######## design 1 ########
### Drive-strength map, design 1

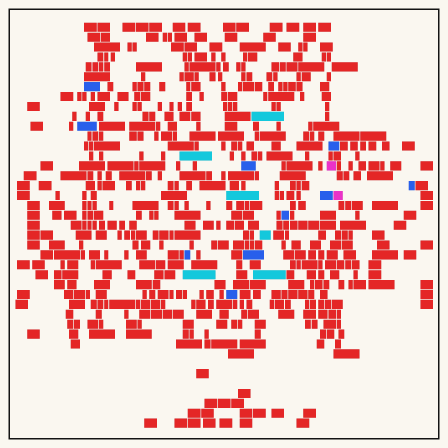

### config.mk
export PLATFORM = sky130hd
export DESIGN_NAME = control_unit_flat
export DESIGN_NICKNAME = d
export VERILOG_FILES = /design/src/rtl/control_unit_pkg.sv /design/src/rtl/control_unit_if.sv /design/src/rtl/cu_alu.sv /design/src/rtl/control_unit.sv /design/src/flat_wrapper.sv
export SDC_FILE = /design/constraint.sdc
export NUM_CORES = 1
export LEC_CHECK = 0
export CAP_MARGIN = 0
export CORE_UTILIZATION = 28
export DETAILED_ROUTE_END_ITERATION = 10
export PLACE_DENSITY = 0.57
export SLEW_MARGIN = 20
export SYNTH_ARGS = -nofsm -noshare
export SYNTH_HDL_FRONTEND = slang
export SYNTH_SLANG_ARGS = --single-unit
### constraint.sdc
create_clock -name clk -period 7.1 [get_ports clk]
set_input_delay 1.775 -clock clk [delete_from_list [all_inputs] [get_ports clk]]
set_output_delay 1.775 -clock clk [all_outputs]
set_load 0.02 [all_outputs]
### src/rtl/control_unit_pkg.sv
// Shared definitions for the accumulator control unit: widths, instruction fields,
// opcode values and FSM state encoding.
package control_unit_pkg;

    localparam int unsigned DataWDefault = 18;
    localparam int unsigned AddrWDefault = 13;

    // Instruction layout: opcode in [17:15], reserved [14:13], operand address [12:0].
    localparam int unsigned OpcodeMsb  = 17;
    localparam int unsigned OpcodeLsb  = 15;
    localparam int unsigned RsvdMsb    = 14;
    localparam int unsigned RsvdLsb    = 13;
    localparam int unsigned OperandMsb = 12;
    localparam int unsigned OperandLsb = 0;

    typedef enum logic [2:0] {
        OpAdd   = 3'b000,
        OpLoad  = 3'b001,
        OpStore = 3'b010,
        OpSub   = 3'b011,
        OpJmp   = 3'b100,
        OpJz    = 3'b101,
        OpHalt  = 3'b110,
        OpNop   = 3'b111
    } opcode_e;

    typedef enum logic [2:0] {
        StFetch   = 3'd0,
        StDecode  = 3'd1,
        StExecute = 3'd2,
        StAccum   = 3'd3,
        StHalt    = 3'd4
    } state_e;

    function automatic logic is_mem_read_op(opcode_e op);
        return (op == OpLoad) || (op == OpAdd) || (op == OpSub);
    endfunction

endpackage

### src/rtl/control_unit_if.sv
// Memory bus between the control unit (master) and a 1-cycle-latency memory (slave).
interface control_unit_if
    import control_unit_pkg::*;
#(
    parameter int unsigned DATA_W = DataWDefault,
    parameter int unsigned ADDR_W = AddrWDefault
);
    logic [ADDR_W-1:0] address;
    logic [DATA_W-1:0] DataIn;
    logic [DATA_W-1:0] DataOut;
    logic              re_en;
    logic              wr_en;

    modport master (
        output address,
        output DataIn,
        output re_en,
        output wr_en,
        input  DataOut
    );

    modport slave (
        input  address,
        input  DataIn,
        input  re_en,
        input  wr_en,
        output DataOut
    );
endinterface

### src/rtl/cu_alu.sv
// Combinational accumulator datapath: pass (LOAD), add and subtract, wrapping mod 2^DATA_W.
module cu_alu
    import control_unit_pkg::*;
#(
    parameter int unsigned DATA_W = DataWDefault
) (
    input  logic [DATA_W-1:0] ac_i,
    input  logic [DATA_W-1:0] operand_i,
    input  opcode_e           opcode_i,
    output logic [DATA_W-1:0] result_o
);

    always_comb begin
        result_o = ac_i;
        unique case (opcode_i)
            OpLoad:  result_o = operand_i;
            OpAdd:   result_o = ac_i + operand_i;
            OpSub:   result_o = ac_i - operand_i;
            default: result_o = ac_i;
        endcase
    end

endmodule

### src/rtl/control_unit.sv
// Multi-cycle accumulator machine: FETCH/DECODE/EXECUTE/ACCUM/HALT sequencer driving a
// registered-read memory bus.
module control_unit
    import control_unit_pkg::*;
#(
    parameter int unsigned DATA_W = DataWDefault,
    parameter int unsigned ADDR_W = AddrWDefault
) (
    input  logic              clk,
    input  logic              rst,
    control_unit_if.master    mem,
    output logic [ADDR_W-1:0] pc,
    output logic [DATA_W-1:0] ac,
    output logic              halted
);

    state_e            state_q, state_d;
    logic [DATA_W-1:0] ir_q, ir_d;
    logic [DATA_W-1:0] ac_q, ac_d;
    logic [ADDR_W-1:0] pc_q, pc_d;
    logic [DATA_W-1:0] alu_result;
    logic [ADDR_W-1:0] operand;
    opcode_e           opcode;
    logic              unused_rsvd;

    assign opcode      = opcode_e'(ir_q[OpcodeMsb:OpcodeLsb]);
    assign operand     = ir_q[ADDR_W-1:0];
    assign unused_rsvd = ^ir_q[RsvdMsb:RsvdLsb];

    cu_alu #(
        .DATA_W (DATA_W)
    ) u_alu (
        .ac_i      (ac_q),
        .operand_i (mem.DataOut),
        .opcode_i  (opcode),
        .result_o  (alu_result)
    );

    always_ff @(posedge clk) begin
        if (rst) begin
            state_q <= StFetch;
            pc_q    <= '0;
            ac_q    <= '0;
            ir_q    <= '0;
        end else begin
            state_q <= state_d;
            pc_q    <= pc_d;
            ac_q    <= ac_d;
            ir_q    <= ir_d;
        end
    end

    always_comb begin
        state_d = state_q;
        pc_d    = pc_q;
        ac_d    = ac_q;
        ir_d    = ir_q;
        unique case (state_q)
            StFetch: state_d = StDecode;
            StDecode: begin
                ir_d    = mem.DataOut;
                pc_d    = pc_q + ADDR_W'(1);
                state_d = StExecute;
            end
            StExecute: begin
                unique case (opcode)
                    OpLoad, OpAdd, OpSub: state_d = StAccum;
                    OpJmp: begin
                        pc_d    = operand;
                        state_d = StFetch;
                    end
                    OpJz: begin
                        if (ac_q == '0) pc_d = operand;
                        state_d = StFetch;
                    end
                    OpHalt:  state_d = StHalt;
                    default: state_d = StFetch;
                endcase
            end
            StAccum: begin
                ac_d    = alu_result;
                state_d = StFetch;
            end
            StHalt:  state_d = StHalt;
            default: state_d = StFetch;
        endcase
    end

    // Strobes are gated by rst so an in-flight access is dropped the moment reset rises.
    always_comb begin
        mem.re_en   = 1'b0;
        mem.wr_en   = 1'b0;
        mem.address = (state_q == StExecute) ? operand : pc_q;
        mem.DataIn  = ac_q;
        if (!rst) begin
            unique case (state_q)
                StFetch: mem.re_en = 1'b1;
                StExecute: begin
                    mem.re_en = is_mem_read_op(opcode);
                    mem.wr_en = (opcode == OpStore);
                end
                default: ;
            endcase
        end
    end

    assign pc     = pc_q;
    assign ac     = ac_q;
    assign halted = (state_q == StHalt);

endmodule

### src/flat_wrapper.sv
// flat-port wrapper written by rule: the top's interface ports become plain ports
module control_unit_flat import control_unit_pkg::*;
#(
    parameter int unsigned DATA_W = DataWDefault,
    parameter int unsigned ADDR_W = AddrWDefault
)
  (clk, rst, pc, ac, halted, mem_address, mem_DataIn, mem_re_en, mem_wr_en, mem_DataOut);
  control_unit_if #(.DATA_W(DATA_W), .ADDR_W(ADDR_W)) mem_i ();
  input  logic clk;
  input  logic rst;
  output logic [ADDR_W-1:0] pc;
  output logic [DATA_W-1:0] ac;
  output logic halted;
  output wire logic [$bits(mem_i.address)-1:0] mem_address;
  output wire logic [$bits(mem_i.DataIn)-1:0] mem_DataIn;
  output wire logic [$bits(mem_i.re_en)-1:0] mem_re_en;
  output wire logic [$bits(mem_i.wr_en)-1:0] mem_wr_en;
  input wire logic [$bits(mem_i.DataOut)-1:0] mem_DataOut;
  assign mem_address = mem_i.address;
  assign mem_DataIn = mem_i.DataIn;
  assign mem_re_en = mem_i.re_en;
  assign mem_wr_en = mem_i.wr_en;
  assign mem_i.DataOut = mem_DataOut;
  control_unit #(.DATA_W(DATA_W), .ADDR_W(ADDR_W)) u_core (.clk(clk), .rst(rst), .mem(mem_i), .pc(pc), .ac(ac), .halted(halted));
endmodule
######## design 2 ########
### src/rtl/rf_pkg.sv
// Shared definitions for the register-file write arbiter: widths, requester IDs, write record.
package rf_pkg;

  localparam int unsigned RF_XLEN = 32;
  localparam int unsigned RF_AW   = 5;

  localparam logic RF_REQ_EXE = 1'b0;
  localparam logic RF_REQ_LD  = 1'b1;

  typedef struct packed {
    logic [RF_AW-1:0]   addr;
    logic [RF_XLEN-1:0] data;
  } rf_wr_t;

endpackage

### src/rtl/rf_arb_pick.sv
// Combinational 2-way grant picker. RF_ARB_RR_EN selects round-robin; otherwise req1 has
// fixed priority over req0.
module rf_arb_pick
  import rf_pkg::*;
(
  input  logic valid0_i,
  input  logic valid1_i,
  input  logic last_grant_i,
  input  logic hold_i,
  output logic gnt0_o,
  output logic gnt1_o
);

`ifndef RF_ARB_RR_EN
  // Fixed priority never consults the grant history.
  logic unused_last_grant;
  assign unused_last_grant = last_grant_i;
`endif

  always_comb begin
    gnt0_o = 1'b0;
    gnt1_o = 1'b0;
    if (!hold_i) begin
      if (valid0_i && valid1_i) begin
`ifdef RF_ARB_RR_EN
        if (last_grant_i == RF_REQ_EXE) begin
          gnt1_o = 1'b1;
        end else begin
          gnt0_o = 1'b1;
        end
`else
        gnt1_o = 1'b1;
`endif
      end else begin
        gnt0_o = valid0_i;
        gnt1_o = valid1_i;
      end
    end
  end

endmodule

### src/rtl/regfile_wr_arbiter.sv
// Arbitrates the register-file write port between execute (req0) and load (req1) writebacks
// through a one-deep commit stage. Define RF_ARB_RR_EN for round-robin arbitration.
module regfile_wr_arbiter
  import rf_pkg::*;
#(
  parameter int unsigned XLEN = RF_XLEN,
  parameter int unsigned AW   = RF_AW
) (
  input  logic                clk,
  input  logic                rst_n,
  input  logic                req0_valid_i,
  output logic                req0_ready_o,
  input  logic [AW-1:0]       req0_addr_i,
  input  logic [XLEN-1:0]     req0_data_i,
  input  logic                req1_valid_i,
  output logic                req1_ready_o,
  input  logic [AW-1:0]       req1_addr_i,
  input  logic [XLEN-1:0]     req1_data_i,
  input  logic                hold_i,
  output logic                rf_write_o,
  output logic [AW-1:0]       rf_wraddr_o,
  output logic [XLEN-1:0]     rf_wrdata_o,
  output logic [(2**AW)-1:0]  pend_mask_o,
  output logic                last_grant_o
);

  logic            rf_write_d, rf_write_q;
  logic [AW-1:0]   wraddr_d, wraddr_q;
  logic [XLEN-1:0] wrdata_d, wrdata_q;
  logic            last_grant_d, last_grant_q;
  logic            acc0, acc1;

  rf_arb_pick u_pick (
    .valid0_i     (req0_valid_i),
    .valid1_i     (req1_valid_i),
    .last_grant_i (last_grant_q),
    .hold_i       (hold_i),
    .gnt0_o       (req0_ready_o),
    .gnt1_o       (req1_ready_o)
  );

  assign acc0 = req0_valid_i && req0_ready_o;
  assign acc1 = req1_valid_i && req1_ready_o;

  always_comb begin
    rf_write_d   = 1'b0;
    wraddr_d     = wraddr_q;
    wrdata_d     = wrdata_q;
    last_grant_d = last_grant_q;
    // Address 0 is still accepted and loaded, only the write enable is suppressed.
    if (acc1) begin
      rf_write_d   = |req1_addr_i;
      wraddr_d     = req1_addr_i;
      wrdata_d     = req1_data_i;
      last_grant_d = RF_REQ_LD;
    end else if (acc0) begin
      rf_write_d   = |req0_addr_i;
      wraddr_d     = req0_addr_i;
      wrdata_d     = req0_data_i;
      last_grant_d = RF_REQ_EXE;
    end
  end

  always_ff @(posedge clk or negedge rst_n) begin
    if (!rst_n) begin
      rf_write_q   <= 1'b0;
      wraddr_q     <= '0;
      wrdata_q     <= '0;
      last_grant_q <= RF_REQ_LD;
    end else begin
      rf_write_q   <= rf_write_d;
      wraddr_q     <= wraddr_d;
      wrdata_q     <= wrdata_d;
      last_grant_q <= last_grant_d;
    end
  end

  always_comb begin
    pend_mask_o = '0;
    if (rf_write_q) begin
      pend_mask_o[wraddr_q] = 1'b1;
    end
  end

  assign rf_write_o   = rf_write_q;
  assign rf_wraddr_o  = wraddr_q;
  assign rf_wrdata_o  = wrdata_q;
  assign last_grant_o = last_grant_q;

endmodule

### config.mk
export PLATFORM = sky130hd
export DESIGN_NAME = regfile_wr_arbiter
export DESIGN_NICKNAME = d
export VERILOG_FILES = /design/src/rtl/rf_pkg.sv /design/src/rtl/rf_arb_pick.sv /design/src/rtl/regfile_wr_arbiter.sv
export SDC_FILE = /design/constraint.sdc
export NUM_CORES = 1
export LEC_CHECK = 0
export ABC_AREA = 1
export CAP_MARGIN = 20
export CORE_AREA = 2 2 84 86
export DETAILED_ROUTE_END_ITERATION = 16
export DIE_AREA = 0 0 86 88
export HOLD_SLACK_MARGIN = 0.1
export MAX_ROUTING_LAYER = met4
export PLACE_DENSITY = 0.87
export SLEW_MARGIN = 20
export SYNTH_ARGS = -nofsm -noshare
export SYNTH_HDL_FRONTEND = slang
export SYNTH_SLANG_ARGS = --single-unit
### constraint.sdc
create_clock -name clk -period 1.26 [get_ports clk]
set_input_delay 0.252 -clock clk [delete_from_list [all_inputs] [get_ports clk]]
set_output_delay 0.252 -clock clk [all_outputs]
set_load 0.02 [all_outputs]
######## design 3 ########
===== src/rtl/conv_filter_scheduler.sv =====
// Steps the 3x3 conv engine through every filter of a layer: loads nine weights
// per filter from kernel memory, runs one engine pass, and relocates its writes.
module conv_filter_scheduler #(
  parameter int NUM_FILTERS = 4,
  parameter int H           = 28,
  parameter int W           = 28,
  parameter int OUT_SIZE    = (H - 2) * (W - 2),
  parameter int KMEM_AW     = 9,
  parameter int OUT_AW      = 12
) (
  input  logic               clk,
  input  logic               rst,
  input  logic               start,
  output logic               busy,
  output logic               done,
  output logic [5:0]         filter_idx,
  output logic [KMEM_AW-1:0] kmem_addr,
  input  logic [7:0]         kmem_rdata,
  output logic [7:0]         kernel0,
  output logic [7:0]         kernel1,
  output logic [7:0]         kernel2,
  output logic [7:0]         kernel3,
  output logic [7:0]         kernel4,
  output logic [7:0]         kernel5,
  output logic [7:0]         kernel6,
  output logic [7:0]         kernel7,
  output logic [7:0]         kernel8,
  output logic               conv,
  input  logic               eng_done,
  input  logic               eng_store,
  input  logic [9:0]         eng_addr,
  input  logic [31:0]        eng_result,
  output logic               out_we,
  output logic [OUT_AW-1:0]  out_addr,
  output logic [31:0]        out_data
);

  typedef enum logic [2:0] {IDLE, LOAD, ARM, RUN, NEXT, FIN} state_t;

  state_t     state;
  state_t     state_next;
  logic [3:0] k;
  logic [7:0] kernel_q [9];
  logic       last_filter;
  logic       store_hit;

  assign last_filter = (filter_idx == 6'(NUM_FILTERS - 1));
  assign store_hit   = (state == RUN) && eng_store;

  always_ff @(posedge clk) begin
    if (rst) state <= IDLE;
    else     state <= state_next;
  end

  always_comb begin
    state_next = state;
    case (state)
      IDLE:    if (start) state_next = LOAD;
      LOAD:    if (k == 4'd9) state_next = ARM;
      ARM:     state_next = RUN;
      RUN:     if (eng_done) state_next = NEXT;
      NEXT:    state_next = last_filter ? FIN : LOAD;
      FIN:     state_next = IDLE;
      default: state_next = IDLE;
    endcase
  end

  always_ff @(posedge clk) begin
    if (rst) begin
      k          <= '0;
      filter_idx <= '0;
    end else begin
      case (state)
        IDLE: if (start) begin
          k          <= '0;
          filter_idx <= '0;
        end
        LOAD: k <= k + 4'd1;
        NEXT: begin
          k <= '0;
          if (!last_filter) filter_idx <= filter_idx + 6'd1;
        end
        default: ;
      endcase
    end
  end

  // Memory read data lags its address by one cycle, so weight i lands when k == i+1.
  always_ff @(posedge clk) begin
    if (rst) begin
      for (int i = 0; i < 9; i++) kernel_q[i] <= '0;
    end else if (state == LOAD) begin
      for (int i = 0; i < 9; i++)
        if (k == 4'(i + 1)) kernel_q[i] <= kmem_rdata;
    end
  end

  always_ff @(posedge clk) begin
    if (rst) begin
      out_we   <= 1'b0;
      out_addr <= '0;
      out_data <= '0;
    end else begin
      out_we <= store_hit;
      if (store_hit) begin
        out_addr <= OUT_AW'(filter_idx) * OUT_AW'(OUT_SIZE) + OUT_AW'(eng_addr);
        out_data <= eng_result;
      end
    end
  end

  assign busy = (state != IDLE);
  assign done = (state == FIN);
  assign conv = (state == RUN);

  assign kmem_addr = (state == LOAD && k < 4'd9)
                     ? KMEM_AW'(filter_idx) * KMEM_AW'(9) + KMEM_AW'(k)
                     : '0;

  assign kernel0 = kernel_q[0];
  assign kernel1 = kernel_q[1];
  assign kernel2 = kernel_q[2];
  assign kernel3 = kernel_q[3];
  assign kernel4 = kernel_q[4];
  assign kernel5 = kernel_q[5];
  assign kernel6 = kernel_q[6];
  assign kernel7 = kernel_q[7];
  assign kernel8 = kernel_q[8];

endmodule


===== config.mk =====
export PLATFORM = sky130hd
export DESIGN_NAME = conv_filter_scheduler
export DESIGN_NICKNAME = d
export VERILOG_FILES = /design/src/rtl/conv_filter_scheduler.sv
export SDC_FILE = /design/constraint.sdc
export NUM_CORES = 1
export LEC_CHECK = 0
export CAP_MARGIN = 10
export CORE_MARGIN = 2
export CORE_UTILIZATION = 41
export CTS_CLUSTER_SIZE = 40
export DETAILED_ROUTE_END_ITERATION = 10
export GPL_TIMING_DRIVEN = 1
export PLACE_DENSITY = 0.76
export SLEW_MARGIN = 20
export SYNTH_ARGS = -nofsm -noshare
export SYNTH_HDL_FRONTEND = slang
export SYNTH_SLANG_ARGS = --single-unit

===== constraint.sdc =====
create_clock -name clk -period 3.4 [get_ports clk]
set_input_delay 0.68 -clock clk [delete_from_list [all_inputs] [get_ports clk]]
set_output_delay 0.68 -clock clk [all_outputs]
set_load 0.03 [all_outputs]

######## design 4 ########
===== config.mk =====
export PLATFORM = sky130hd
export DESIGN_NAME = uart_rx_deframer
export DESIGN_NICKNAME = d
export VERILOG_FILES = /design/src/rtl/uart_deframe_pkg.sv /design/src/rtl/uart_deframe_buf.sv /design/src/rtl/uart_rx_deframer.sv
export SDC_FILE = /design/constraint.sdc
export NUM_CORES = 1
export LEC_CHECK = 0
export CAP_MARGIN = 40
export CORE_MARGIN = 3
export CORE_UTILIZATION = 35
export CTS_CLUSTER_DIAMETER = 200
export CTS_CLUSTER_SIZE = 24
export DETAILED_ROUTE_END_ITERATION = 12
export GPL_ROUTABILITY_DRIVEN = 0
export PLACE_DENSITY_LB_ADDON = 0.05
export SLEW_MARGIN = 25
export SYNTH_ARGS = -nofsm -noshare
export SYNTH_HDL_FRONTEND = slang
export SYNTH_SLANG_ARGS = --single-unit

===== constraint.sdc =====
create_clock -name PCLK -period 4.2 [get_ports PCLK]
set_clock_uncertainty 0.1 [all_clocks]
set_input_delay 1.05 -clock PCLK [delete_from_list [all_inputs] [get_ports PCLK]]
set_output_delay 1.05 -clock PCLK [all_outputs]
set_load 0.01 [all_outputs]

===== src/rtl/uart_deframe_pkg.sv =====
// uart_deframe_pkg
// Shared definitions for the UART receive-side deframer:
//   - deframer state encoding (enum plus plain localparam constants)
//   - default start-of-frame marker
//   - 8-bit additive checksum helper
package uart_deframe_pkg;

  typedef enum logic [2:0] {
    ST_HUNT    = 3'd0,
    ST_LEN     = 3'd1,
    ST_PAYLOAD = 3'd2,
    ST_CSUM    = 3'd3,
    ST_DRAIN   = 3'd4
  } state_e;

  localparam logic [2:0] S_HUNT    = 3'(ST_HUNT);
  localparam logic [2:0] S_LEN     = 3'(ST_LEN);
  localparam logic [2:0] S_PAYLOAD = 3'(ST_PAYLOAD);
  localparam logic [2:0] S_CSUM    = 3'(ST_CSUM);
  localparam logic [2:0] S_DRAIN   = 3'(ST_DRAIN);

  localparam logic [7:0] DEFAULT_SOF = 8'hA5;

  // Running checksum accumulate; wraps modulo 256.
  function automatic logic [7:0] csum_add(input logic [7:0] acc, input logic [7:0] b);
    return acc + b;
  endfunction

endpackage


===== src/rtl/uart_deframe_buf.sv =====
// uart_deframe_buf
// DEPTH x 8 payload buffer: one synchronous write port, one combinational
// read port. Contents are not reset.
// Ports:
//   clk    in   clock
//   we     in   write enable
//   waddr  in   write address
//   wdata  in   write byte
//   raddr  in   read address
//   rdata  out  byte at raddr
module uart_deframe_buf #(
  parameter int DEPTH = 16,
  parameter int AW    = (DEPTH > 1) ? $clog2(DEPTH) : 1
) (
  input  logic          clk,
  input  logic          we,
  input  logic [AW-1:0] waddr,
  input  logic [7:0]    wdata,
  input  logic [AW-1:0] raddr,
  output logic [7:0]    rdata
);

  logic [7:0] mem [DEPTH];

  always_ff @(posedge clk) begin
    if (we) mem[waddr] <= wdata;
  end

  assign rdata = mem[raddr];

endmodule


===== src/rtl/uart_rx_deframer.sv =====
// uart_rx_deframer
// Hunts for SOF_BYTE, collects a LEN-prefixed payload into a buffer, checks
// the 8-bit additive checksum (LEN + payload + CSUM == 0 mod 256) and only
// then replays the payload as a ready/valid byte stream.
//
// Optional feature macro: UART_DEFRAME_TIMEOUT_EN enables the inter-byte
// timeout (timeout_err). Without it timeout_err is tied low.
//
// Handshake: a byte transfers on a rising PCLK edge where out_valid and
// out_ready are both high; out_data/out_last hold while out_valid is high and
// out_ready is low; out_valid never drops without a transfer except on reset.
//
// Ports:
//   PCLK, PRESET         clock, synchronous active-high reset
//   rx_data/rx_valid     received byte and its one-cycle strobe
//   rx_err               one-cycle receive error strobe
//   out_data/out_valid/out_ready/out_last   verified payload stream
//   busy                 high whenever the FSM is not hunting
//   csum_err, len_err, abort_err, drop, timeout_err   one-cycle pulses
//   fsm_state            current FSM state (debug observation)
module uart_rx_deframer
  import uart_deframe_pkg::*;
#(
  parameter int         MAX_LEN        = 16,
  parameter logic [7:0] SOF_BYTE       = DEFAULT_SOF,
  parameter int         TIMEOUT_CYCLES = 1024
) (
  input  logic       PCLK,
  input  logic       PRESET,
  input  logic [7:0] rx_data,
  input  logic       rx_valid,
  input  logic       rx_err,
  output logic [7:0] out_data,
  output logic       out_valid,
  input  logic       out_ready,
  output logic       out_last,
  output logic       busy,
  output logic       csum_err,
  output logic       len_err,
  output logic       abort_err,
  output logic       drop,
  output logic       timeout_err,
  output logic [2:0] fsm_state
);

  localparam int         IW        = $clog2(MAX_LEN + 1);
  localparam int         BW        = (MAX_LEN > 1) ? $clog2(MAX_LEN) : 1;
  localparam logic [7:0] MAX_LEN_B = 8'(MAX_LEN);

  logic [2:0]    state;
  logic [IW-1:0] idx;
  logic [IW-1:0] rd_idx;
  logic [7:0]    sum;
  logic [7:0]    len;
  logic [7:0]    rd_data;
  logic          buf_we;
  logic          in_frame;

  assign in_frame = (state == S_LEN) || (state == S_PAYLOAD) || (state == S_CSUM);
  assign buf_we   = (state == S_PAYLOAD) && rx_valid && !rx_err;

  uart_deframe_buf #(.DEPTH(MAX_LEN), .AW(BW)) u_buf (
    .clk   (PCLK),
    .we    (buf_we),
    .waddr (BW'(idx)),
    .wdata (rx_data),
    .raddr (BW'(rd_idx)),
    .rdata (rd_data)
  );

  // Stream outputs decode directly from state flops so they are zero outside DRAIN.
  assign out_valid = (state == S_DRAIN);
  assign out_data  = out_valid ? rd_data : 8'h00;
  assign out_last  = out_valid && (8'(rd_idx) == len - 8'd1);
  assign busy      = (state != S_HUNT);
  assign fsm_state = state;

`ifdef UART_DEFRAME_TIMEOUT_EN
  localparam int            TW   = $clog2(TIMEOUT_CYCLES + 1);
  localparam logic [TW-1:0] TMAX = TW'(TIMEOUT_CYCLES - 1);
  logic [TW-1:0] timer;
`else
  logic unused_timeout_cfg;
  assign unused_timeout_cfg = ^TIMEOUT_CYCLES;
  assign timeout_err        = 1'b0;
`endif

  always_ff @(posedge PCLK) begin
    if (PRESET) begin
      state     <= S_HUNT;
      idx       <= '0;
      rd_idx    <= '0;
      sum       <= '0;
      len       <= '0;
      csum_err  <= 1'b0;
      len_err   <= 1'b0;
      abort_err <= 1'b0;
      drop      <= 1'b0;
`ifdef UART_DEFRAME_TIMEOUT_EN
      timer       <= '0;
      timeout_err <= 1'b0;
`endif
    end else begin
      csum_err  <= 1'b0;
      len_err   <= 1'b0;
      abort_err <= 1'b0;
      drop      <= 1'b0;

      case (state)
        S_HUNT: begin
          if (rx_valid && (rx_data == SOF_BYTE)) state <= S_LEN;
        end
        S_LEN: begin
          if (rx_err) begin
            abort_err <= 1'b1;
            state     <= S_HUNT;
          end else if (rx_valid) begin
            if ((rx_data == 8'h00) || (rx_data > MAX_LEN_B)) begin
              len_err <= 1'b1;
              state   <= S_HUNT;
            end else begin
              len   <= rx_data;
              sum   <= rx_data;
              idx   <= '0;
              state <= S_PAYLOAD;
            end
          end
        end
        S_PAYLOAD: begin
          if (rx_err) begin
            abort_err <= 1'b1;
            state     <= S_HUNT;
          end else if (rx_valid) begin
            sum <= csum_add(sum, rx_data);
            idx <= idx + 1'b1;
            if (8'(idx) == len - 8'd1) state <= S_CSUM;
          end
        end
        S_CSUM: begin
          if (rx_err) begin
            abort_err <= 1'b1;
            state     <= S_HUNT;
          end else if (rx_valid) begin
            if (csum_add(sum, rx_data) == 8'h00) begin
              rd_idx <= '0;
              state  <= S_DRAIN;
            end else begin
              csum_err <= 1'b1;
              state    <= S_HUNT;
            end
          end
        end
        S_DRAIN: begin
          // No frame overlap: anything received while replaying is discarded.
          if (rx_valid) drop <= 1'b1;
          if (out_ready) begin
            rd_idx <= rd_idx + 1'b1;
            if (out_last) state <= S_HUNT;
          end
        end
        default: state <= S_HUNT;
      endcase

`ifdef UART_DEFRAME_TIMEOUT_EN
      // A byte (or a receive error) in the expiry cycle takes precedence.
      timeout_err <= 1'b0;
      if (rx_valid || !in_frame) begin
        timer <= '0;
      end else if (timer == TMAX) begin
        timer <= '0;
        if (!rx_err) begin
          timeout_err <= 1'b1;
          state       <= S_HUNT;
        end
      end else begin
        timer <= timer + 1'b1;
      end
`endif
    end
  end

`ifndef UART_DEFRAME_TIMEOUT_EN
  logic unused_in_frame;
  assign unused_in_frame = in_frame;
`endif

endmodule

### Wiring heat map, design 4

The bar under the picture is 50 µm long. 30 x 30 tiles, from dark purple (low) to yellow (high), scaled to the fullest tile. Values are wire area over tile area, all layers added.
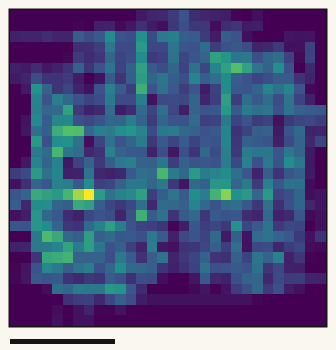
- nearly empty tiles: 18%
- tiles over half the peak: 6.1%
- mean over tiles: 0.12
- fullest tile: 0.55

### Port wiring, design 4

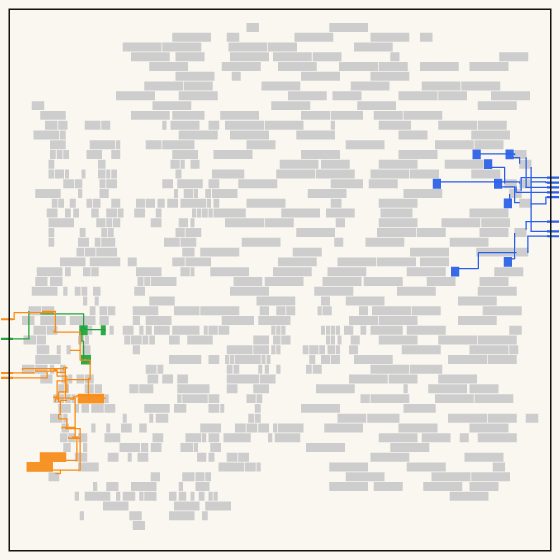
- out_ready: green (bits 1; direction input; end cells 3; buffers 1; wire 45.4 µm)
- out_data: blue (bits 8; direction output; end cells 8; buffers 8; wire 174 µm)
- fsm_state: orange (bits 3; direction output; end cells 3; buffers 3; wire 224 µm)

==> impl_metrics.toml, design 4 <==
# yosys + openroad results
[power]
p_seq_share_pct = 47.1
powerDensity_nw_per_um2 = 440
p_clk_mw = 1.54

[synthesis]
synthCells = 487
synth_nets = 514
largest_area_cell = "edfxtp_1"
ys_types = 61
synthArstFlopShare_pct = 0
ys_cells = 487
mux_area_share_pct = 13.3

[setup_path]
crit_required_ns = 3.05
cp_num_cells = 5
reg2reg_slack_ns = 1.54
crit_top_cell = "mux4_2"
critPathKind = "register to output pin"

[cells_and_area]
most-common-layout-cells = "edfxtp_1, nor2_1, mux4_2"
flop-count = 165
largestRegisters = "u_buf.mem (128), len (8), sum (8)"

[grt]
grtUsageMet2_pct = 28.2
busiest_layer = "met2"

[timing]
rsz0062_at_grt = "no"

[clock_network]
hold_buffers = 0
cts.sinks = 165
cts_tree = "done"

[floorplanning]
coreArea_um2 = 20400
tap_cells = 270

[route]
routed_wl_um = 18000

[run_status]
status = "finished clean"
### Port wiring, design 3

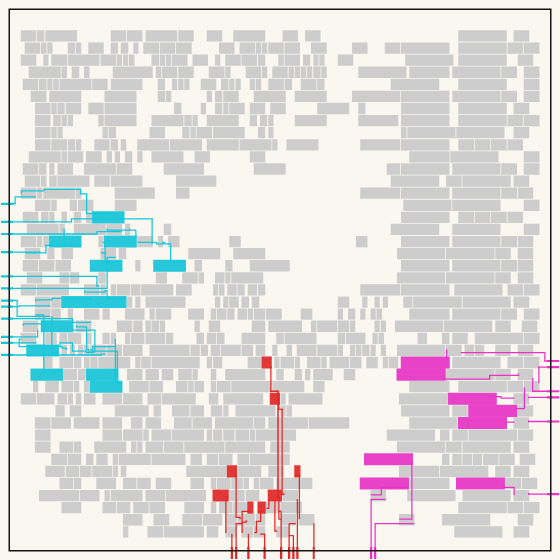
- kmem_addr: red (bits 9; direction output; end cells 9; buffers 9; wire 168 µm)
- out_addr: cyan (bits 12; direction output; end cells 12; buffers 12; wire 415 µm)
- kernel7: magenta (bits 8; direction output; end cells 8; buffers 8; wire 139 µm)

==> impl_metrics.toml, design 3 <==
# yosys + openroad results
[run_status]
status = "finished clean"

[clock_network]
cts_tree = "done"
clockBufferDepth = 2

[min_path]
hp-class = "register to register"

[power]
powerSeq_mw = 1.71
power_mw = 3.86
p_leak_nw = 3.32

[timing]
setup_tns_ns = 0

[cells_and_area]
layout-drive-gt1-share_pct = 12.0
nNetsFinal = 821
clkbuf_count = 22
largestRegisters = "kernel_q (72), out_data (32), out_addr (12)"
most-common-layout-cells = "clkdlybuf4s50_1, nand2_1, edfxtp_1"

[grt]
busiest_layer = "met2"
globalRouteOverflowTotal = 0
grt_max_degree = 52

[route]
top_layer_used = "met4"
wl_per_cell_um = 15.4
drt-met1-wl_um = 5670

[setup_path]
crit_top_cell = "ha_4"
rr_worst_depth = 12
setup.worst_path.start_class = "register"
crit_required_ns = 2.72
crit_family = "adder cells"

[floorplanning]
die-width_um = 121
die_h_um = 121

[placed_design]
hpwlAfterDp_um = 10300

[synthesis]
synth.avg_cell_area_um2 = 11.0
synthCells = 514
ys_top_logic_family = "simple AND/OR/NAND/NOR gates"
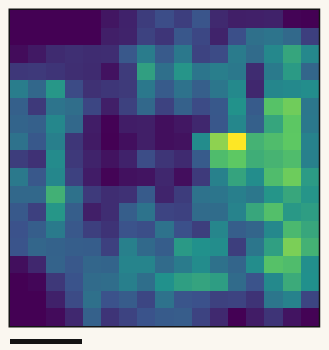
*Wiring heat map, design 2*
The bar under the picture is 20 µm long. 17 x 18 tiles, from dark purple (low) to yellow (high), scaled to the fullest tile. Values are wire area over tile area, all layers added.
- fullest tile: 0.65
- mean over tiles: 0.19
- emptiest ninth of the die: top left
- tiles over half the peak: 15%
- densest ninth of the die: right middle

==> impl_metrics.toml, design 2 <==
# yosys + openroad results
[run_status]
status = "complete, but fails checks"
violations = "setup timing"

[synthesis]
synth.avg_cell_area_um2 = 6.32
xor_share_pct = 0
ys_ff = 39
synthCells = 383

[timing]
fin_hold_ws_ns = 0.406
setup_violations = 36
setup_slack_ns = -0.362
rsz0062_at_grt = "yes"
setup_tns_ns = -10.53
tightestPinTransition_ns = 0.366
drv_slew = 0

[setup_path]
path_cells = "inv_2 -> nand3_1 -> buf_6 -> nor2_2 -> buf_4"
r2r-start = "rf_wraddr_o[1]"
cpPeakStageDelay_ns = 0.45
reg2reg_slack_ns = 0.08

[clock_network]
cts_tree = "done"

[power]
pwr-share-comb_pct = 43.4
powerSeq_mw = 1.58

[min_path]
hp-class = "primary input to asynchronous set/reset pin"

[route]
avgViaCountPerCell = 4.80

[floorplanning]
die-width_um = 86
die_h_um = 88

[cells_and_area]
area_growth_pct = 92.9

[grt]
grt_pass1_vias = 2977

[placed_design]
portBuffers = 151
dp_cells = 620
### Port wiring, design 1

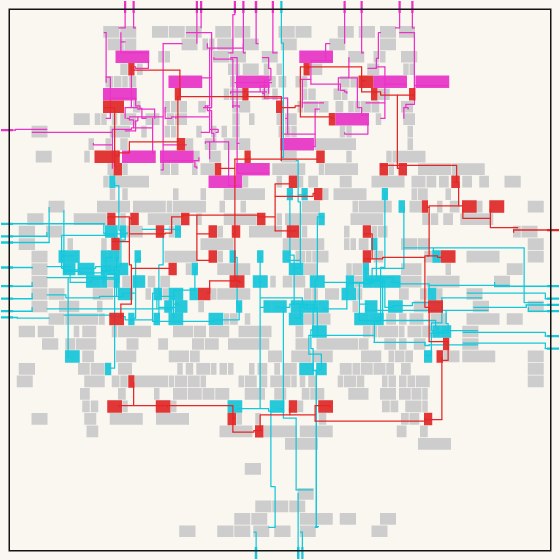
- mem_DataOut: cyan (bits 18; direction input; end cells 71; buffers 18; wire 1240 µm)
- rst: red (bits 1; direction input; end cells 52; buffers 1; wire 584 µm)
- pc: magenta (bits 13; direction output; end cells 13; buffers 13; wire 626 µm)

### Placed cells, one color a class, design 1

The bar under the picture is 20 µm long.
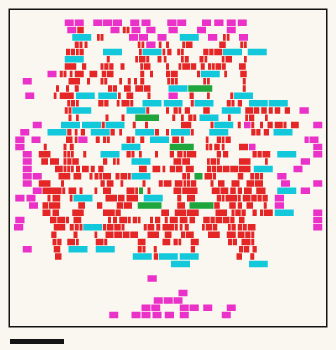
- clock drivers and dummy loads: green (cells 7)
- combinational and other logic: red (cells 425)
- sequential cells: cyan (cells 50)
- remaining buffers and delay cells: magenta (cells 86)

About 'Drive-strength map' of design 1:
- _3 and _4 cells: magenta (cells 2; most used buf_4)
- _2 cells: blue (cells 10)
- _6 and larger: cyan (cells 6; most used clkbuf_16)
- _0 and _1 cells: red (cells 550; most used nand2_1)

==> impl_metrics.toml, design 1 <==
# yosys + openroad results
[run_status]
status = "finished clean"

[floorplanning]
die-width_um = 118
floorplan.rows = 41

[synthesis]
xor_share_pct = 6.55
ys_top_cells_by_count = "nand2_1, dfxtp_1, a21oi_1, nor2_1, o21ai_0"
ys_types = 56
netlist.area_leader.share_pct = 26.7

[grt]
globalRouteOverflowTotal = 0
antenna_found_initial = 0

[timing]
setup_slack_ns = 2.00
tightestPinTransition_ns = 1.06
setup_violations = 0

[min_path]
whs_endpoint = "u_core.ir_q[11]"

[clock_network]
root_buffer = "clkbuf_16"
cts_resized = 0

[cells_and_area]
nNetsFinal = 608

[setup_path]
reg2reg_slack_ns = 3.73

## Gallery

Drive-strength map.
image #1
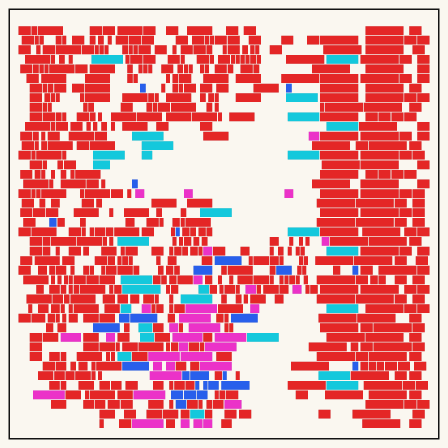
image #2
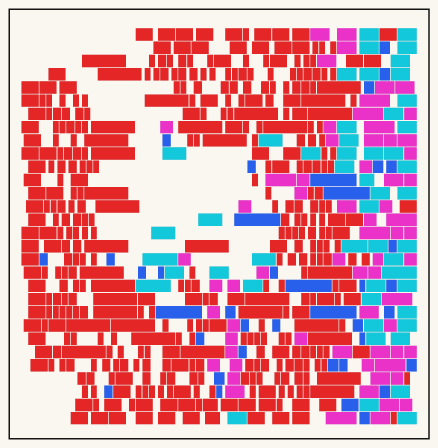
image #3
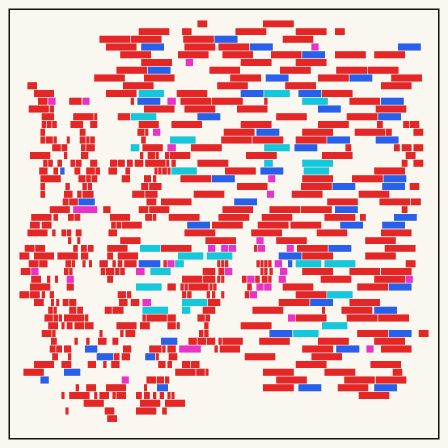
Image #3 comes from design 4.
Image #2 comes from design 2.
Image #1 comes from design 3.
- fewest cells: image #2

Key to image #2:
- _2 cells: blue (cells 38; most used nor2_2)
- _0 and _1 cells: red (cells 413; most used nand2_1)
- _6 and larger: cyan (cells 50; most used buf_6)
- _3 and _4 cells: magenta (cells 65; most used buf_4)


######## design 5 ########
`src/rtl/ram_turn_arbiter_pkg.sv`:
```
`default_nettype none
// ============================================================================
// Module      : ram_turn_arbiter_pkg
// Description : Shared phase encoding, read sub-state encoding and default
//               widths for the morse RAM turn arbiter and its neighbours.
// Revision    : 1.0 - initial release
// ============================================================================
package ram_turn_arbiter_pkg;

    localparam int ADDR_W_DEF = 4;
    localparam int DATA_W_DEF = 10;

    // Game phase, also decoded by the hex display and the translator
    localparam logic [1:0] S_START  = 2'd0;
    localparam logic [1:0] S_P1TURN = 2'd1;
    localparam logic [1:0] S_P2TURN = 2'd2;
    localparam logic [1:0] S_RESULT = 2'd3;

    localparam logic [1:0] RD_IDLE = 2'd0;
    localparam logic [1:0] RD_ADDR = 2'd1;
    localparam logic [1:0] RD_CAPT = 2'd2;
    localparam logic [1:0] RD_ACK  = 2'd3;

endpackage
`default_nettype wire

```
`src/rtl/ram_port_seq.sv`:
```
`default_nettype none
// ============================================================================
// Module      : ram_port_seq
// Description : Write/read sequencer and pointer registers for the shared
//               morse RAM. OVERFLOW_WRAP_EN accepts writes while full.
// Revision    : 1.0 - initial release
// ============================================================================
module ram_port_seq
    import ram_turn_arbiter_pkg::*;
#(
    parameter int ADDR_W = ADDR_W_DEF,
    parameter int DATA_W = DATA_W_DEF
) (
    input  logic              clock,
    input  logic              reset,
    input  logic [1:0]        i_phase,
    input  logic              i_clear,
    input  logic              i_enter_p2,
    input  logic              i_wr_block,
    input  logic              i_rd_block,
    input  logic              p1_wr_req,
    input  logic [DATA_W-1:0] p1_wr_data,
    output logic              p1_wr_ack,
    output logic              p1_full,
    input  logic              p2_rd_req,
    output logic              p2_rd_ack,
    output logic [DATA_W-1:0] p2_rd_data,
    output logic              p2_last,
    output logic [ADDR_W-1:0] ram_addr,
    output logic [DATA_W-1:0] ram_data,
    output logic              ram_wren,
    input  logic [DATA_W-1:0] ram_q,
    output logic [ADDR_W:0]   msg_len,
    output logic              o_wr_busy,
    output logic              o_rd_idle
);

    localparam logic [ADDR_W:0] c_DEPTH = {1'b1, {ADDR_W{1'b0}}};

    logic [1:0]        r_rd_state;
    logic [1:0]        w_rd_next;
    logic [ADDR_W-1:0] r_wr_ptr;
    logic [ADDR_W-1:0] r_rd_ptr;
    logic [ADDR_W:0]   r_rd_cnt;
    logic [ADDR_W:0]   r_msg_len;
    logic [ADDR_W-1:0] r_ram_addr;
    logic [DATA_W-1:0] r_ram_data;
    logic              r_ram_wren;
    logic              r_wr_ack;
    logic              r_rd_ack;
    logic              r_last;
    logic [DATA_W-1:0] r_rd_data;
    logic              w_full;
    logic              w_room;
    logic              w_wr_accept;
    logic              w_rd_accept;

    assign w_full = (r_msg_len == c_DEPTH);

`ifdef OVERFLOW_WRAP_EN
    assign w_room = 1'b1;
`else
    assign w_room = !w_full;
`endif

    // The ack cycle itself blocks a new accept, giving one write per 2 cycles
    assign w_wr_accept = (i_phase == S_P1TURN) && p1_wr_req && !r_wr_ack
                         && !i_wr_block && w_room;
    assign w_rd_accept = (i_phase == S_P2TURN) && p2_rd_req
                         && (r_rd_state == RD_IDLE) && !i_rd_block;

    always_ff @(posedge clock) begin
        if (reset) begin
            r_rd_state <= RD_IDLE;
        end else begin
            r_rd_state <= w_rd_next;
        end
    end

    always_comb begin
        w_rd_next = r_rd_state;
        case (r_rd_state)
            RD_IDLE: if (w_rd_accept) w_rd_next = RD_ADDR;
            RD_ADDR: w_rd_next = RD_CAPT;
            RD_CAPT: w_rd_next = RD_ACK;
            RD_ACK:  w_rd_next = RD_IDLE;
            default: w_rd_next = RD_IDLE;
        endcase
    end

    always_ff @(posedge clock) begin
        if (reset) begin
            r_wr_ptr   <= '0;
            r_rd_ptr   <= '0;
            r_rd_cnt   <= '0;
            r_msg_len  <= '0;
            r_ram_addr <= '0;
            r_ram_data <= '0;
            r_ram_wren <= 1'b0;
            r_wr_ack   <= 1'b0;
            r_rd_ack   <= 1'b0;
            r_last     <= 1'b0;
            r_rd_data  <= '0;
        end else begin
            r_ram_wren <= w_wr_accept;
            r_wr_ack   <= w_wr_accept;
            r_rd_ack   <= (r_rd_state == RD_CAPT);
            r_last     <= (r_rd_state == RD_CAPT)
                          && ((r_rd_cnt + (ADDR_W+1)'(1)) == r_msg_len);

            if (w_wr_accept) begin
                r_ram_addr <= r_wr_ptr;
                r_ram_data <= p1_wr_data;
            end else if (w_rd_accept) begin
                r_ram_addr <= r_rd_ptr;
            end

            if (r_wr_ack) begin
                r_wr_ptr <= r_wr_ptr + ADDR_W'(1);
                if (!w_full) r_msg_len <= r_msg_len + (ADDR_W+1)'(1);
            end

            if (r_rd_state == RD_CAPT) r_rd_data <= ram_q;

            if (r_rd_state == RD_ACK) begin
                r_rd_ptr <= r_rd_ptr + ADDR_W'(1);
                r_rd_cnt <= r_rd_cnt + (ADDR_W+1)'(1);
            end

            // Once wrapped, the oldest surviving word sits at the write pointer
            if (i_enter_p2) begin
                r_rd_ptr <= w_full ? r_wr_ptr : '0;
                r_rd_cnt <= '0;
            end

            if (i_clear) begin
                r_wr_ptr  <= '0;
                r_rd_ptr  <= '0;
                r_rd_cnt  <= '0;
                r_msg_len <= '0;
            end
        end
    end

    assign p1_wr_ack  = r_wr_ack;
    assign p1_full    = w_full;
    assign p2_rd_ack  = r_rd_ack;
    assign p2_rd_data = r_rd_data;
    assign p2_last    = r_last;
    assign ram_addr   = r_ram_addr;
    assign ram_data   = r_ram_data;
    assign ram_wren   = r_ram_wren;
    assign msg_len    = r_msg_len;
    assign o_wr_busy  = w_wr_accept || r_wr_ack;
    assign o_rd_idle  = (r_rd_state == RD_IDLE);

endmodule
`default_nettype wire

```
`src/rtl/ram_turn_arbiter.sv`:
```
`default_nettype none
// ============================================================================
// Module      : ram_turn_arbiter
// Description : Game phase FSM sequencing player1 writes and player2 reads of
//               the shared morse RAM. OVERFLOW_WRAP_EN enables wrap-on-full.
// Revision    : 1.0 - initial release
// ============================================================================
module ram_turn_arbiter
    import ram_turn_arbiter_pkg::*;
#(
    parameter int ADDR_W = ADDR_W_DEF,
    parameter int DATA_W = DATA_W_DEF
) (
    input  logic              clock,
    input  logic              reset,
    input  logic              start,
    input  logic              p1_wr_req,
    input  logic [DATA_W-1:0] p1_wr_data,
    input  logic              p1_done,
    output logic              p1_wr_ack,
    output logic              p1_full,
    input  logic              p2_rd_req,
    input  logic              p2_done,
    output logic              p2_rd_ack,
    output logic [DATA_W-1:0] p2_rd_data,
    output logic              p2_last,
    output logic [ADDR_W-1:0] ram_addr,
    output logic [DATA_W-1:0] ram_data,
    output logic              ram_wren,
    input  logic [DATA_W-1:0] ram_q,
    output logic [1:0]        phase,
    output logic [ADDR_W:0]   msg_len
);

    logic [1:0] r_phase;
    logic [1:0] w_next_phase;
    logic       r_done_pend;
    logic       w_clear;
    logic       w_enter_p2;
    logic       w_wr_block;
    logic       w_rd_block;
    logic       w_wr_busy;
    logic       w_rd_idle;

    always_ff @(posedge clock) begin
        if (reset) begin
            r_phase <= S_START;
        end else begin
            r_phase <= w_next_phase;
        end
    end

    always_comb begin
        w_next_phase = r_phase;
        case (r_phase)
            S_START: begin
                if (start) w_next_phase = S_P1TURN;
            end
            S_P1TURN: begin
                if ((p1_done || r_done_pend) && !w_wr_busy)
                    w_next_phase = (msg_len != '0) ? S_P2TURN : S_RESULT;
            end
            S_P2TURN: begin
                if (p2_rd_ack && p2_last)
                    w_next_phase = S_RESULT;
                else if ((p2_done || r_done_pend) && w_rd_idle)
                    w_next_phase = S_RESULT;
            end
            S_RESULT: begin
                if (start) w_next_phase = S_START;
            end
            default: w_next_phase = S_START;
        endcase
    end

    always_comb begin
        w_clear    = (r_phase == S_START) && start;
        w_enter_p2 = (r_phase == S_P1TURN) && (w_next_phase == S_P2TURN);
        w_wr_block = r_done_pend;
        w_rd_block = r_done_pend || p2_done;
    end

    // A done pulse is remembered until the in-flight transfer has drained
    always_ff @(posedge clock) begin
        if (reset) begin
            r_done_pend <= 1'b0;
        end else if (w_next_phase != r_phase) begin
            r_done_pend <= 1'b0;
        end else if ((r_phase == S_P1TURN) && p1_done) begin
            r_done_pend <= 1'b1;
        end else if ((r_phase == S_P2TURN) && p2_done) begin
            r_done_pend <= 1'b1;
        end
    end

    ram_port_seq #(
        .ADDR_W (ADDR_W),
        .DATA_W (DATA_W)
    ) u_port_seq (
        .clock      (clock),
        .reset      (reset),
        .i_phase    (r_phase),
        .i_clear    (w_clear),
        .i_enter_p2 (w_enter_p2),
        .i_wr_block (w_wr_block),
        .i_rd_block (w_rd_block),
        .p1_wr_req  (p1_wr_req),
        .p1_wr_data (p1_wr_data),
        .p1_wr_ack  (p1_wr_ack),
        .p1_full    (p1_full),
        .p2_rd_req  (p2_rd_req),
        .p2_rd_ack  (p2_rd_ack),
        .p2_rd_data (p2_rd_data),
        .p2_last    (p2_last),
        .ram_addr   (ram_addr),
        .ram_data   (ram_data),
        .ram_wren   (ram_wren),
        .ram_q      (ram_q),
        .msg_len    (msg_len),
        .o_wr_busy  (w_wr_busy),
        .o_rd_idle  (w_rd_idle)
    );

    assign phase = r_phase;

endmodule
`default_nettype wire

```
`config.mk`:
```
export PLATFORM = sky130hd
export DESIGN_NAME = ram_turn_arbiter
export DESIGN_NICKNAME = d
export VERILOG_FILES = /design/src/rtl/ram_turn_arbiter_pkg.sv /design/src/rtl/ram_port_seq.sv /design/src/rtl/ram_turn_arbiter.sv
export SDC_FILE = /design/constraint.sdc
export NUM_CORES = 1
export LEC_CHECK = 0
export CORE_MARGIN = 4
export CORE_UTILIZATION = 35
export DETAILED_ROUTE_END_ITERATION = 8
export PLACE_DENSITY = 0.68
export RECOVER_POWER = 50
export SLEW_MARGIN = 15
export SYNTH_ARGS = -nofsm -noshare
export SYNTH_HDL_FRONTEND = slang
export SYNTH_SLANG_ARGS = --single-unit
```
`constraint.sdc`:
```
create_clock -name clock -period 2.2 [get_ports clock]
set_input_delay 0.33 -clock clock [delete_from_list [all_inputs] [get_ports clock]]
set_output_delay 0.33 -clock clock [all_outputs]
set_load 0.01 [all_outputs]
```
### Placed cells, one color a class, design 5

The bar under the picture is 20 µm long.
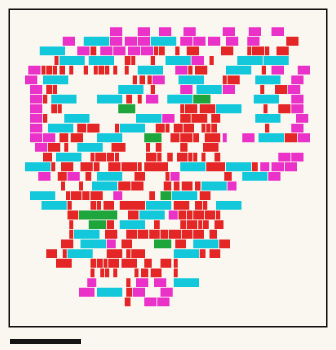
- remaining buffers and delay cells: magenta (cells 70)
- clock drivers and dummy loads: green (cells 7)
- combinational and other logic: red (cells 185)
- sequential cells: cyan (cells 50)

==> impl_metrics.toml <==
# yosys + openroad results
[route]
drt-met1-wl_um = 2400
drc = 0
drt_iter0_drc = 83

[grt]
grtUsageMet3_pct = 3.32
busiest_layer = "met2"

[power]
switching_power_mw = 0.524
power_mw = 2.01
p_comb_mw = 0.374

[clock_network]
root_buffer = "clkbuf_8"
post_cts_buffers = 1

[timing]
setup_tns_ns = 0

[cells_and_area]
n_all_buffers = 70
nonClockInverterCount = 6

[run_status]
status = "finished clean"

[floorplanning]
die_h_um = 89.0


## Gallery

Placed cells, one color a class.
picture 1
The bar under the picture is 20 µm long.
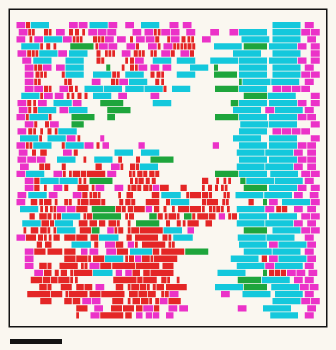
picture 2
The bar under the picture is 50 µm long.
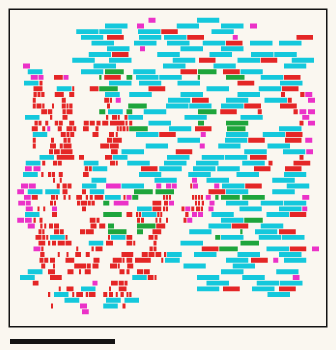
picture 3
The bar under the picture is 20 µm long.
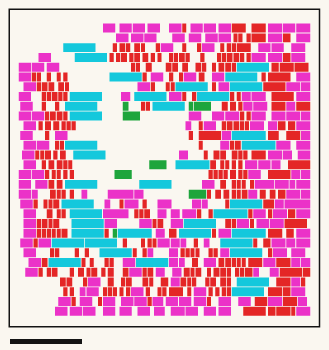
Picture 3 comes from design 2.
Picture 2 comes from design 4.
Picture 1 comes from design 3.
- largest die: picture 2
- smallest die: picture 3

Power figures rest on the tool's default switching activity, not on a simulated workload.
